######## fetch_stage_flat ########
`config.mk`:
```
export PLATFORM = sky130hd
export DESIGN_NAME = fetch_stage_flat
export DESIGN_NICKNAME = d
export VERILOG_FILES = /design/src/rtl/cpu_pkg.sv /design/src/rtl/fetch_stage_if.sv /design/src/rtl/fetch_stage_if_id_register.sv /design/src/rtl/fetch_stage.sv /design/src/flat_wrapper.sv
export SDC_FILE = /design/constraint.sdc
export NUM_CORES = 1
export LEC_CHECK = 0
export ABC_AREA = 1
export CORE_MARGIN = 2
export CORE_UTILIZATION = 35
export CTS_CLUSTER_DIAMETER = 30
export DETAILED_ROUTE_END_ITERATION = 12
export GPL_TIMING_DRIVEN = 0
export PLACE_DENSITY = 0.69
export SLEW_MARGIN = 20
export SYNTH_ARGS = -nofsm -noshare
export SYNTH_HDL_FRONTEND = slang
export SYNTH_HIERARCHICAL = 1
export SYNTH_SLANG_ARGS = --single-unit
export TNS_END_PERCENT = 5
```
`constraint.sdc`:
```
create_clock -name clk -period 1.7 [get_ports clk]
set_input_delay 0.255 -clock clk [delete_from_list [all_inputs] [get_ports clk]]
set_output_delay 0.255 -clock clk [all_outputs]
set_load 0.05 [all_outputs]
```
`src/rtl/cpu_pkg.sv`:
```
// Shared CPU definitions: datapath widths, the NOP encoding and the fetch FSM states.
package cpu_pkg;
  localparam int PC_W    = 12;
  localparam int INSTR_W = 19;

  localparam logic [INSTR_W-1:0] NOP_INSTR = '0;

  typedef enum logic [1:0] {
    FETCH = 2'd0,
    HOLD  = 2'd1,
    DROP  = 2'd2
  } fetch_state_t;
endpackage

```
`src/rtl/fetch_stage_if.sv`:
```
// Instruction-memory request/response bus between the fetch stage and instruction memory.
interface fetch_stage_if #(
  parameter int PC_W    = 12,
  parameter int INSTR_W = 19
);
  logic               req;
  logic [PC_W-1:0]    addr;
  logic               ack;
  logic [INSTR_W-1:0] rdata;

  modport master (output req, output addr, input ack, input rdata);
  modport slave  (input req, input addr, output ack, output rdata);
endinterface

```
`src/rtl/fetch_stage_if_id_register.sv`:
```
// IF/ID pipeline register: load-enable, flush-clear (higher priority) and async reset.
module if_id_register #(
  parameter int PC_W    = 12,
  parameter int INSTR_W = 19
) (
  input  logic               clk,
  input  logic               rst,
  input  logic               load,
  input  logic               clear,
  input  logic [INSTR_W-1:0] next_instr,
  input  logic [PC_W-1:0]    next_pc1,
  output logic [INSTR_W-1:0] instr,
  output logic [PC_W-1:0]    pc1,
  output logic               valid
);
  import cpu_pkg::*;

  logic [INSTR_W-1:0] instr_reg;
  logic [PC_W-1:0]    pc1_reg;
  logic               valid_reg;

  // A cleared entry is a NOP bubble with a zero PC+1.
  always_ff @(posedge clk or posedge rst) begin
    if (rst) begin
      instr_reg <= INSTR_W'(NOP_INSTR);
      pc1_reg   <= '0;
      valid_reg <= 1'b0;
    end else if (clear) begin
      instr_reg <= INSTR_W'(NOP_INSTR);
      pc1_reg   <= '0;
      valid_reg <= 1'b0;
    end else if (load) begin
      instr_reg <= next_instr;
      pc1_reg   <= next_pc1;
      valid_reg <= 1'b1;
    end
  end

  assign instr = instr_reg;
  assign pc1   = pc1_reg;
  assign valid = valid_reg;
endmodule

```
`src/rtl/fetch_stage.sv`:
```
// Instruction fetch: PC register, imem request FSM (FETCH/HOLD/DROP) and IF/ID register.
// Optional FETCH_PERF_CNT_EN adds saturating stall_cnt / bubble_cnt outputs.
module fetch_stage #(
  parameter int              PC_W     = cpu_pkg::PC_W,
  parameter int              INSTR_W  = cpu_pkg::INSTR_W,
  parameter logic [PC_W-1:0] RESET_PC = '0
) (
  input  logic               clk,
  input  logic               rst,
  input  logic               IF_ID_Wr,
  input  logic               flush,
  input  logic               PCWr,
  input  logic [PC_W-1:0]    branch_target,
  input  logic [PC_W-1:0]    jump_target,
  fetch_stage_if.master      imem,
  output logic [INSTR_W-1:0] IF_ID_instr,
  output logic [PC_W-1:0]    IF_ID_pc1,
  output logic               IF_ID_valid
`ifdef FETCH_PERF_CNT_EN
  ,
  output logic [15:0]        stall_cnt,
  output logic [15:0]        bubble_cnt
`endif
);
  import cpu_pkg::*;

  fetch_state_t       state_reg, state_next;
  logic [PC_W-1:0]    pc_reg, pc_next;
  logic [PC_W-1:0]    drop_addr_reg, drop_addr_next;
  logic [INSTR_W-1:0] buf_reg, buf_next;
  logic [PC_W-1:0]    pc_inc;
  logic [PC_W-1:0]    target;
  logic               accept;
  logic               clear;
  logic [INSTR_W-1:0] accept_instr;

  assign pc_inc = pc_reg + PC_W'(1);
  assign target = PCWr ? branch_target : jump_target;

  always_ff @(posedge clk or posedge rst) begin
    if (rst) begin
      state_reg     <= FETCH;
      pc_reg        <= RESET_PC;
      drop_addr_reg <= '0;
      buf_reg       <= '0;
    end else begin
      state_reg     <= state_next;
      pc_reg        <= pc_next;
      drop_addr_reg <= drop_addr_next;
      buf_reg       <= buf_next;
    end
  end

  always_comb begin
    state_next     = state_reg;
    pc_next        = pc_reg;
    drop_addr_next = drop_addr_reg;
    buf_next       = buf_reg;
    accept         = 1'b0;
    accept_instr   = imem.rdata;
    unique case (state_reg)
      FETCH: begin
        if (flush) begin
          pc_next = target;
          // A request that has not been answered cannot be withdrawn: remember it.
          if (!imem.ack) begin
            drop_addr_next = pc_reg;
            state_next     = DROP;
          end
        end else if (imem.ack) begin
          if (IF_ID_Wr) begin
            accept  = 1'b1;
            pc_next = pc_inc;
          end else begin
            buf_next   = imem.rdata;
            state_next = HOLD;
          end
        end
      end
      HOLD: begin
        if (flush) begin
          pc_next    = target;
          state_next = FETCH;
        end else if (IF_ID_Wr) begin
          accept       = 1'b1;
          accept_instr = buf_reg;
          pc_next      = pc_inc;
          state_next   = FETCH;
        end
      end
      DROP: begin
        if (flush) begin
          pc_next = target;
        end
        if (imem.ack) begin
          state_next = FETCH;
        end
      end
      default: begin
        state_next = FETCH;
      end
    endcase
  end

  // Any IF/ID write that is not an accepted word is a bubble; flush overrides a stall.
  assign clear = flush | (IF_ID_Wr & ~accept);

  // Request lines depend only on state/registers, never on imem.ack.
  assign imem.req  = ~rst & (state_reg != HOLD);
  assign imem.addr = (state_reg == DROP) ? drop_addr_reg : pc_reg;

  if_id_register #(
    .PC_W    (PC_W),
    .INSTR_W (INSTR_W)
  ) u_if_id (
    .clk        (clk),
    .rst        (rst),
    .load       (accept),
    .clear      (clear),
    .next_instr (accept_instr),
    .next_pc1   (pc_inc),
    .instr      (IF_ID_instr),
    .pc1        (IF_ID_pc1),
    .valid      (IF_ID_valid)
  );

`ifdef FETCH_PERF_CNT_EN
  logic [15:0] stall_cnt_reg;
  logic [15:0] bubble_cnt_reg;

  always_ff @(posedge clk or posedge rst) begin
    if (rst) begin
      stall_cnt_reg  <= '0;
      bubble_cnt_reg <= '0;
    end else begin
      if (!IF_ID_Wr && !flush && stall_cnt_reg != 16'hFFFF) begin
        stall_cnt_reg <= stall_cnt_reg + 16'd1;
      end
      if (clear && bubble_cnt_reg != 16'hFFFF) begin
        bubble_cnt_reg <= bubble_cnt_reg + 16'd1;
      end
    end
  end

  assign stall_cnt  = stall_cnt_reg;
  assign bubble_cnt = bubble_cnt_reg;
`endif
endmodule

```
`src/flat_wrapper.sv`:
```
// flat-port wrapper written by rule: the top's interface ports become plain ports
module fetch_stage_flat import cpu_pkg::*;
#(
  parameter int              PC_W     = cpu_pkg::PC_W,
  parameter int              INSTR_W  = cpu_pkg::INSTR_W,
  parameter logic [PC_W-1:0] RESET_PC = '0
)
  (clk, rst, IF_ID_Wr, flush, PCWr, branch_target, jump_target, IF_ID_instr, IF_ID_pc1, IF_ID_valid, imem_req, imem_addr, imem_ack, imem_rdata);
  fetch_stage_if #(.PC_W(PC_W), .INSTR_W(INSTR_W)) imem_i ();
  input  logic clk;
  input  logic rst;
  input  logic IF_ID_Wr;
  input  logic flush;
  input  logic PCWr;
  input  logic [PC_W-1:0] branch_target;
  input  logic [PC_W-1:0] jump_target;
  output logic [INSTR_W-1:0] IF_ID_instr;
  output logic [PC_W-1:0] IF_ID_pc1;
  output logic IF_ID_valid;
  output wire logic [$bits(imem_i.req)-1:0] imem_req;
  output wire logic [$bits(imem_i.addr)-1:0] imem_addr;
  input wire logic [$bits(imem_i.ack)-1:0] imem_ack;
  input wire logic [$bits(imem_i.rdata)-1:0] imem_rdata;
  assign imem_req = imem_i.req;
  assign imem_addr = imem_i.addr;
  assign imem_i.ack = imem_ack;
  assign imem_i.rdata = imem_rdata;
  fetch_stage #(.PC_W(PC_W), .INSTR_W(INSTR_W), .RESET_PC(RESET_PC)) u_core (.clk(clk), .rst(rst), .IF_ID_Wr(IF_ID_Wr), .flush(flush), .PCWr(PCWr), .branch_target(branch_target), .jump_target(jump_target), .imem(imem_i), .IF_ID_instr(IF_ID_instr), .IF_ID_pc1(IF_ID_pc1), .IF_ID_valid(IF_ID_valid));
endmodule
```
### Clock wires, drivers and flops, fetch_stage_flat

Bar = 20 um.
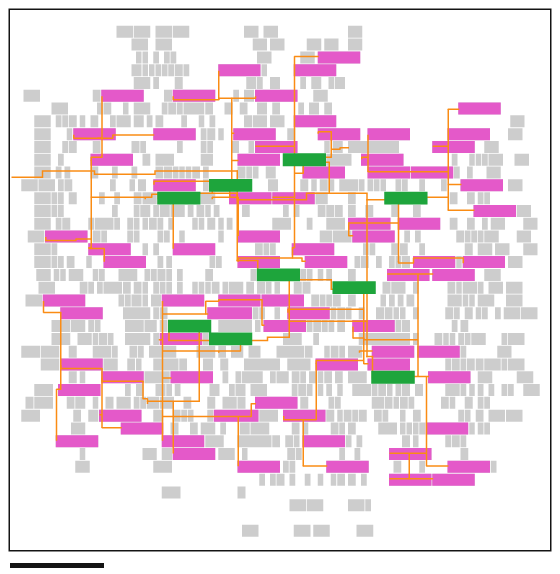
- green: clock-net drivers (count 9)
- magenta: flip-flops (count 77)
- orange: clock wires (length 1,070 um)
- routed clock nets: 10

==> results.py <==
# Synthesis and PnR figures
metrics = {
    "status": {
        "result_of_the_run": "complete, but fails checks",
        "failed_checks": "setup timing",
    },
    "job": {
        "drv_cap": 0,
    },
    "worst_setup_path": {
        "crit_path_start": "u_core/state_reg[0]",
        "setup.worst_path.end_class": "output pin",
        "reg2reg_to": "u_core/u_if_id/instr[4]",
        "endpoint": "imem_addr[9]",
    },
    "global_routing": {
        "gr-usage-all-layers": 0.196,
        "grt_antenna_before_repair": 0,
        "use_met2": 0.342,
        "global_route.usage.met1": 0.246,
        "maximum_number_of_pins_on_one_net_before_global_route_repair": 33,
    },
    "logic_synthesis": {
        "synth-edff-count": 0,
        "top_cell": "nand2_1",
        "async_flop_share": 1.00,
    },
    "timing": {
        "fin_ws_ps": -45.3,
        "rsz0062_at_grt": "yes",
        "finalSetupViolCount": 10,
    },
    "pwr": {
        "p_int_uw": 4290,
        "post-layout-total-power_uw": 6880,
        "switching_power_as_a_share_of_total_power": 0.376,
    },
    "floorplanning": {
        "chip_area_um2": 13200,
        "core_area_um2": 12000,
    },
    "clock_tree": {
        "clk_path_buf_depth": 2,
        "tritoncts_clock_tree": "yes",
        "cts_num_sinks": 77,
    },
}
-- worst register-to-register path: stages, from the launching register on --
cell	delay, ps
dfrtp_2	430
buf_6	130
nor4_4	390
buf_6	180
buf_2	220
nand3_1	110
nand2_1	80
-- area by class of cell --
class                           count  area (um^2)
Tap cell                          147          184
Buffer                             32          265
Timing Repair Buffer               98          958
Multi-Input combinational cell    413         2010
Inverter                           64          245
Sequential cell                    77         1930
Clock buffer                        9          225
Clock inverter                      7         98.8
Fill cell                        1155         6100

######## rmdr3_tx ########
### src/rtl/rmdr3_tx.sv
// Serial mod-3 framed transmitter: shifts a word out MSB-first, then appends a
// 2-bit check code so that the whole frame value is divisible by 3.
module rmdr3_tx #(
  parameter int WIDTH = 8
) (
  input  logic             clk,
  input  logic             rst,
  input  logic             load,
  input  logic [WIDTH-1:0] din,
  output logic             ready,
  output logic             sout,
  output logic             sval,
  output logic             done
);

  localparam int CW = $clog2(WIDTH + 1);

  typedef enum logic [1:0] {
    IDLE = 2'd0,
    DATA = 2'd1,
    CHK1 = 2'd2,
    CHK0 = 2'd3
  } state_t;

  state_t           state, state_nx;
  logic [WIDTH-1:0] sh, sh_nx;
  logic [1:0]       res, res_nx;
  logic [CW-1:0]    cnt, cnt_nx;
  logic [1:0]       chk;

  // MSB-first residue update: r' = (2r + b) mod 3, never reaching 3.
  function automatic logic [1:0] res_step(input logic [1:0] r, input logic b);
    logic [1:0] nr;
    case (r)
      2'd0:    nr = b ? 2'd1 : 2'd0;
      2'd1:    nr = b ? 2'd0 : 2'd2;
      2'd2:    nr = b ? 2'd2 : 2'd1;
      default: nr = 2'd0;
    endcase
    return nr;
  endfunction

  // Appending two bits multiplies by 4 == 1 (mod 3), so C = (3 - r) mod 3.
  function automatic logic [1:0] chk_code(input logic [1:0] r);
    logic [1:0] c;
    case (r)
      2'd1:    c = 2'b10;
      2'd2:    c = 2'b01;
      default: c = 2'b00;
    endcase
    return c;
  endfunction

  assign chk = chk_code(res);

  always_ff @(posedge clk or posedge rst) begin
    if (rst) begin
      state <= IDLE;
      sh    <= '0;
      res   <= 2'd0;
      cnt   <= '0;
    end else begin
      state <= state_nx;
      sh    <= sh_nx;
      res   <= res_nx;
      cnt   <= cnt_nx;
    end
  end

  always_comb begin
    state_nx = state;
    sh_nx    = sh;
    res_nx   = res;
    cnt_nx   = cnt;
    case (state)
      IDLE: begin
        if (load) begin
          sh_nx    = din;
          res_nx   = 2'd0;
          cnt_nx   = CW'(WIDTH);
          state_nx = DATA;
        end
      end
      DATA: begin
        sh_nx  = sh << 1;
        res_nx = res_step(res, sh[WIDTH-1]);
        cnt_nx = cnt - CW'(1);
        if (cnt == CW'(1)) state_nx = CHK1;
      end
      CHK1:    state_nx = CHK0;
      CHK0:    state_nx = IDLE;
      default: state_nx = IDLE;
    endcase
  end

  // Outputs depend on registered state only; load/din never reach them combinationally.
  always_comb begin
    ready = 1'b0;
    sval  = 1'b0;
    sout  = 1'b0;
    done  = 1'b0;
    case (state)
      IDLE: ready = 1'b1;
      DATA: begin
        sval = 1'b1;
        sout = sh[WIDTH-1];
      end
      CHK1: begin
        sval = 1'b1;
        sout = chk[1];
      end
      CHK0: begin
        sval = 1'b1;
        sout = chk[0];
        done = 1'b1;
      end
      default: ready = 1'b1;
    endcase
  end

endmodule
### config.mk
export PLATFORM = sky130hd
export DESIGN_NAME = rmdr3_tx
export DESIGN_NICKNAME = d
export VERILOG_FILES = /design/src/rtl/rmdr3_tx.sv
export SDC_FILE = /design/constraint.sdc
export NUM_CORES = 1
export LEC_CHECK = 0
export CORE_ASPECT_RATIO = 0.75
export CORE_MARGIN = 2
export CORE_UTILIZATION = 56
export CTS_CLUSTER_SIZE = 12
export DETAILED_ROUTE_END_ITERATION = 12
export PLACE_DENSITY_LB_ADDON = 0.1
export REMOVE_ABC_BUFFERS = 1
export SYNTH_ARGS = -nofsm -noshare
export SYNTH_HDL_FRONTEND = slang
export SYNTH_SLANG_ARGS = --single-unit
export TNS_END_PERCENT = 20
### constraint.sdc
create_clock -name clk -period 2.65 [get_ports clk]
set_input_delay 0.53 -clock clk [delete_from_list [all_inputs] [get_ports clk]]
set_output_delay 0.53 -clock clk [all_outputs]
set_load 0.01 [all_outputs]
### Routed metal, one color a layer, rmdr3_tx

Bar = 20 um.
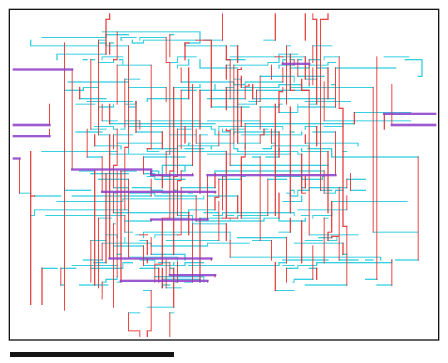
- red: M2 (wire length 918 um)
- cyan: M1 (wire length 1,020 um)
- purple: M3 (wire length 112 um)
average wire per cell in the routed design: 14.8 um
final wirelength: 2.05 mm
number of vias in the routed layout: 793

==> results.py <==
# Synthesis and PnR figures
metrics = {
    "status": {
        "result_of_the_run": "completed",
    },
    "finish": {
        "logic_area_um2": 524,
        "nNonClkInverters": 8,
        "layout.sequential_cells": 16,
        "net_count_final": 136,
        "logic_gate_count": 73,
        "syn_to_final_growth_pct": 19.6,
        "area_occupied_by_registers_um2": 400,
        "most_flops_register": "sh",
    },
    "timing": {
        "maxSlewViolCount": 0,
        "worst_slew_pin_slew_ps": 606,
        "worst_clock_skew_ps": 2.60,
        "finalSetupViolCount": 0,
    },
    "route": {
        "maxUsedRoutingLayer": "met3",
        "remaining_drcs": 0,
    },
    "floorplanning": {
        "tapcell.inserted": 22,
        "num_io_pins": 15,
        "rows": 13,
    },
    "pwr": {
        "power.sequential.fraction": 0.343,
        "largestPowerGroup": "combinational logic",
        "p_int_uw": 839,
        "pwr-share-clk": 0.116,
        "switching_power_as_a_share_of_total_power": 0.411,
        "worst_ir_drop_vdd_mv": 0.770,
    },
    "worst_setup_path": {
        "crit_path_max_incr_delay_ps": 590,
        "instance_count_on_the_critical_path": 4,
        "crit_path_start": "state[0]",
        "reg2reg_to": "sh[4]",
    },
    "clock_tree": {
        "cts-hold-fix-buffers": 0,
        "tritoncts_clock_tree": "yes",
        "clkLatencyLatePin_ps": 290,
        "cts_h_tree_depth": 1,
    },
    "logic_synthesis": {
        "synth_compound_gate_area_share": 0.171,
        "synth.cellmix.adderShare": 0.0893,
        "top_cells_by_area": "dfrtp_1 41%, ha_1 8.9%, nand2_1 4.2%",
        "yosys_stat_area_um2": 981,
        "ys_cells": 102,
        "synth.largest_area_cell": "dfrtp_1",
        "flip_flop_cell_with_the_highest_count_after_synthesis": "dfrtp_1",
    },
    "min_path": {
        "timing.hold.worst.start": "sh[5]",
        "min_path_cells": 2,
    },
    "placement": {
        "gp_routability_congestion": 0.839,
        "post-place-ws_ps": 611,
    },
}
### Track usage over the die, rmdr3_tx

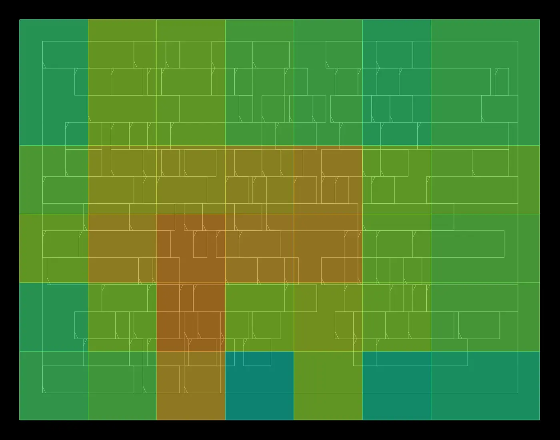
gr busiest metal: met1
Finished Core Util: 0.694
GRT Util Overall: 0.209
M2 GR Usage: 0.294
global routing met1 resource utilization: 0.305

-- Yosys cell counts, types with 2 or more instances --
| master | instances |
|---|---|
| ha_1 | 7 |
| nand4_1 | 2 |
| o221a_2 | 3 |
| a22o_1 | 3 |
| buf_2 | 3 |
| nand3_1 | 6 |
| o22ai_1 | 6 |
| nor2_1 | 3 |
| dfrtp_1 | 16 |
| nand2_1 | 11 |
| a21oi_1 | 3 |
| nor2b_1 | 2 |
| nand2b_1 | 6 |
| mux2_2 | 3 |
| nand3b_1 | 3 |
| o21ai_0 | 3 |
| inv_1 | 8 |


==> screenshots <==
Ports around the boundary.
Pins as bars across the die edge, other pins in gray.
(a)
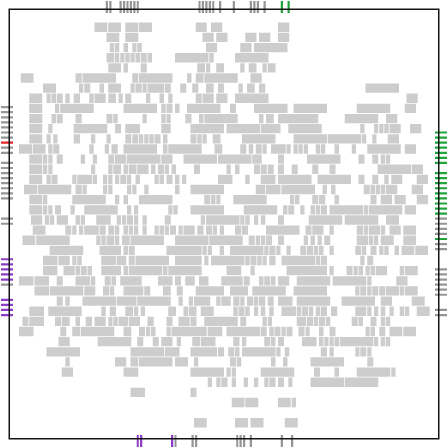
(b)
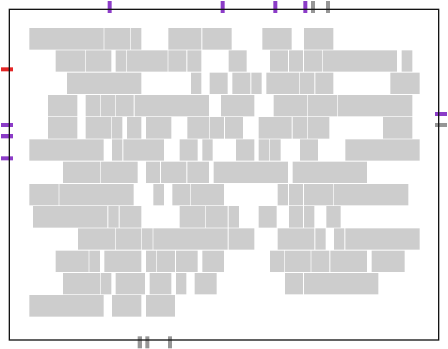
Of these, most pins: (a)
For rmdr3_tx, see (b).
For fetch_stage_flat, see (a).

Key to (a):
- purple: `imem_addr` (pins 12; direction output; edge 9 left, 3 bottom)
- green: `IF_ID_instr` (pins 19; direction output; edge 17 right, 2 top)
- red: `clk` (pins 1; direction input; edge left)
- all pins by edge: 31 right, 30 left, 21 top, 12 bottom

Power is estimated from default activity; no workload was simulated.
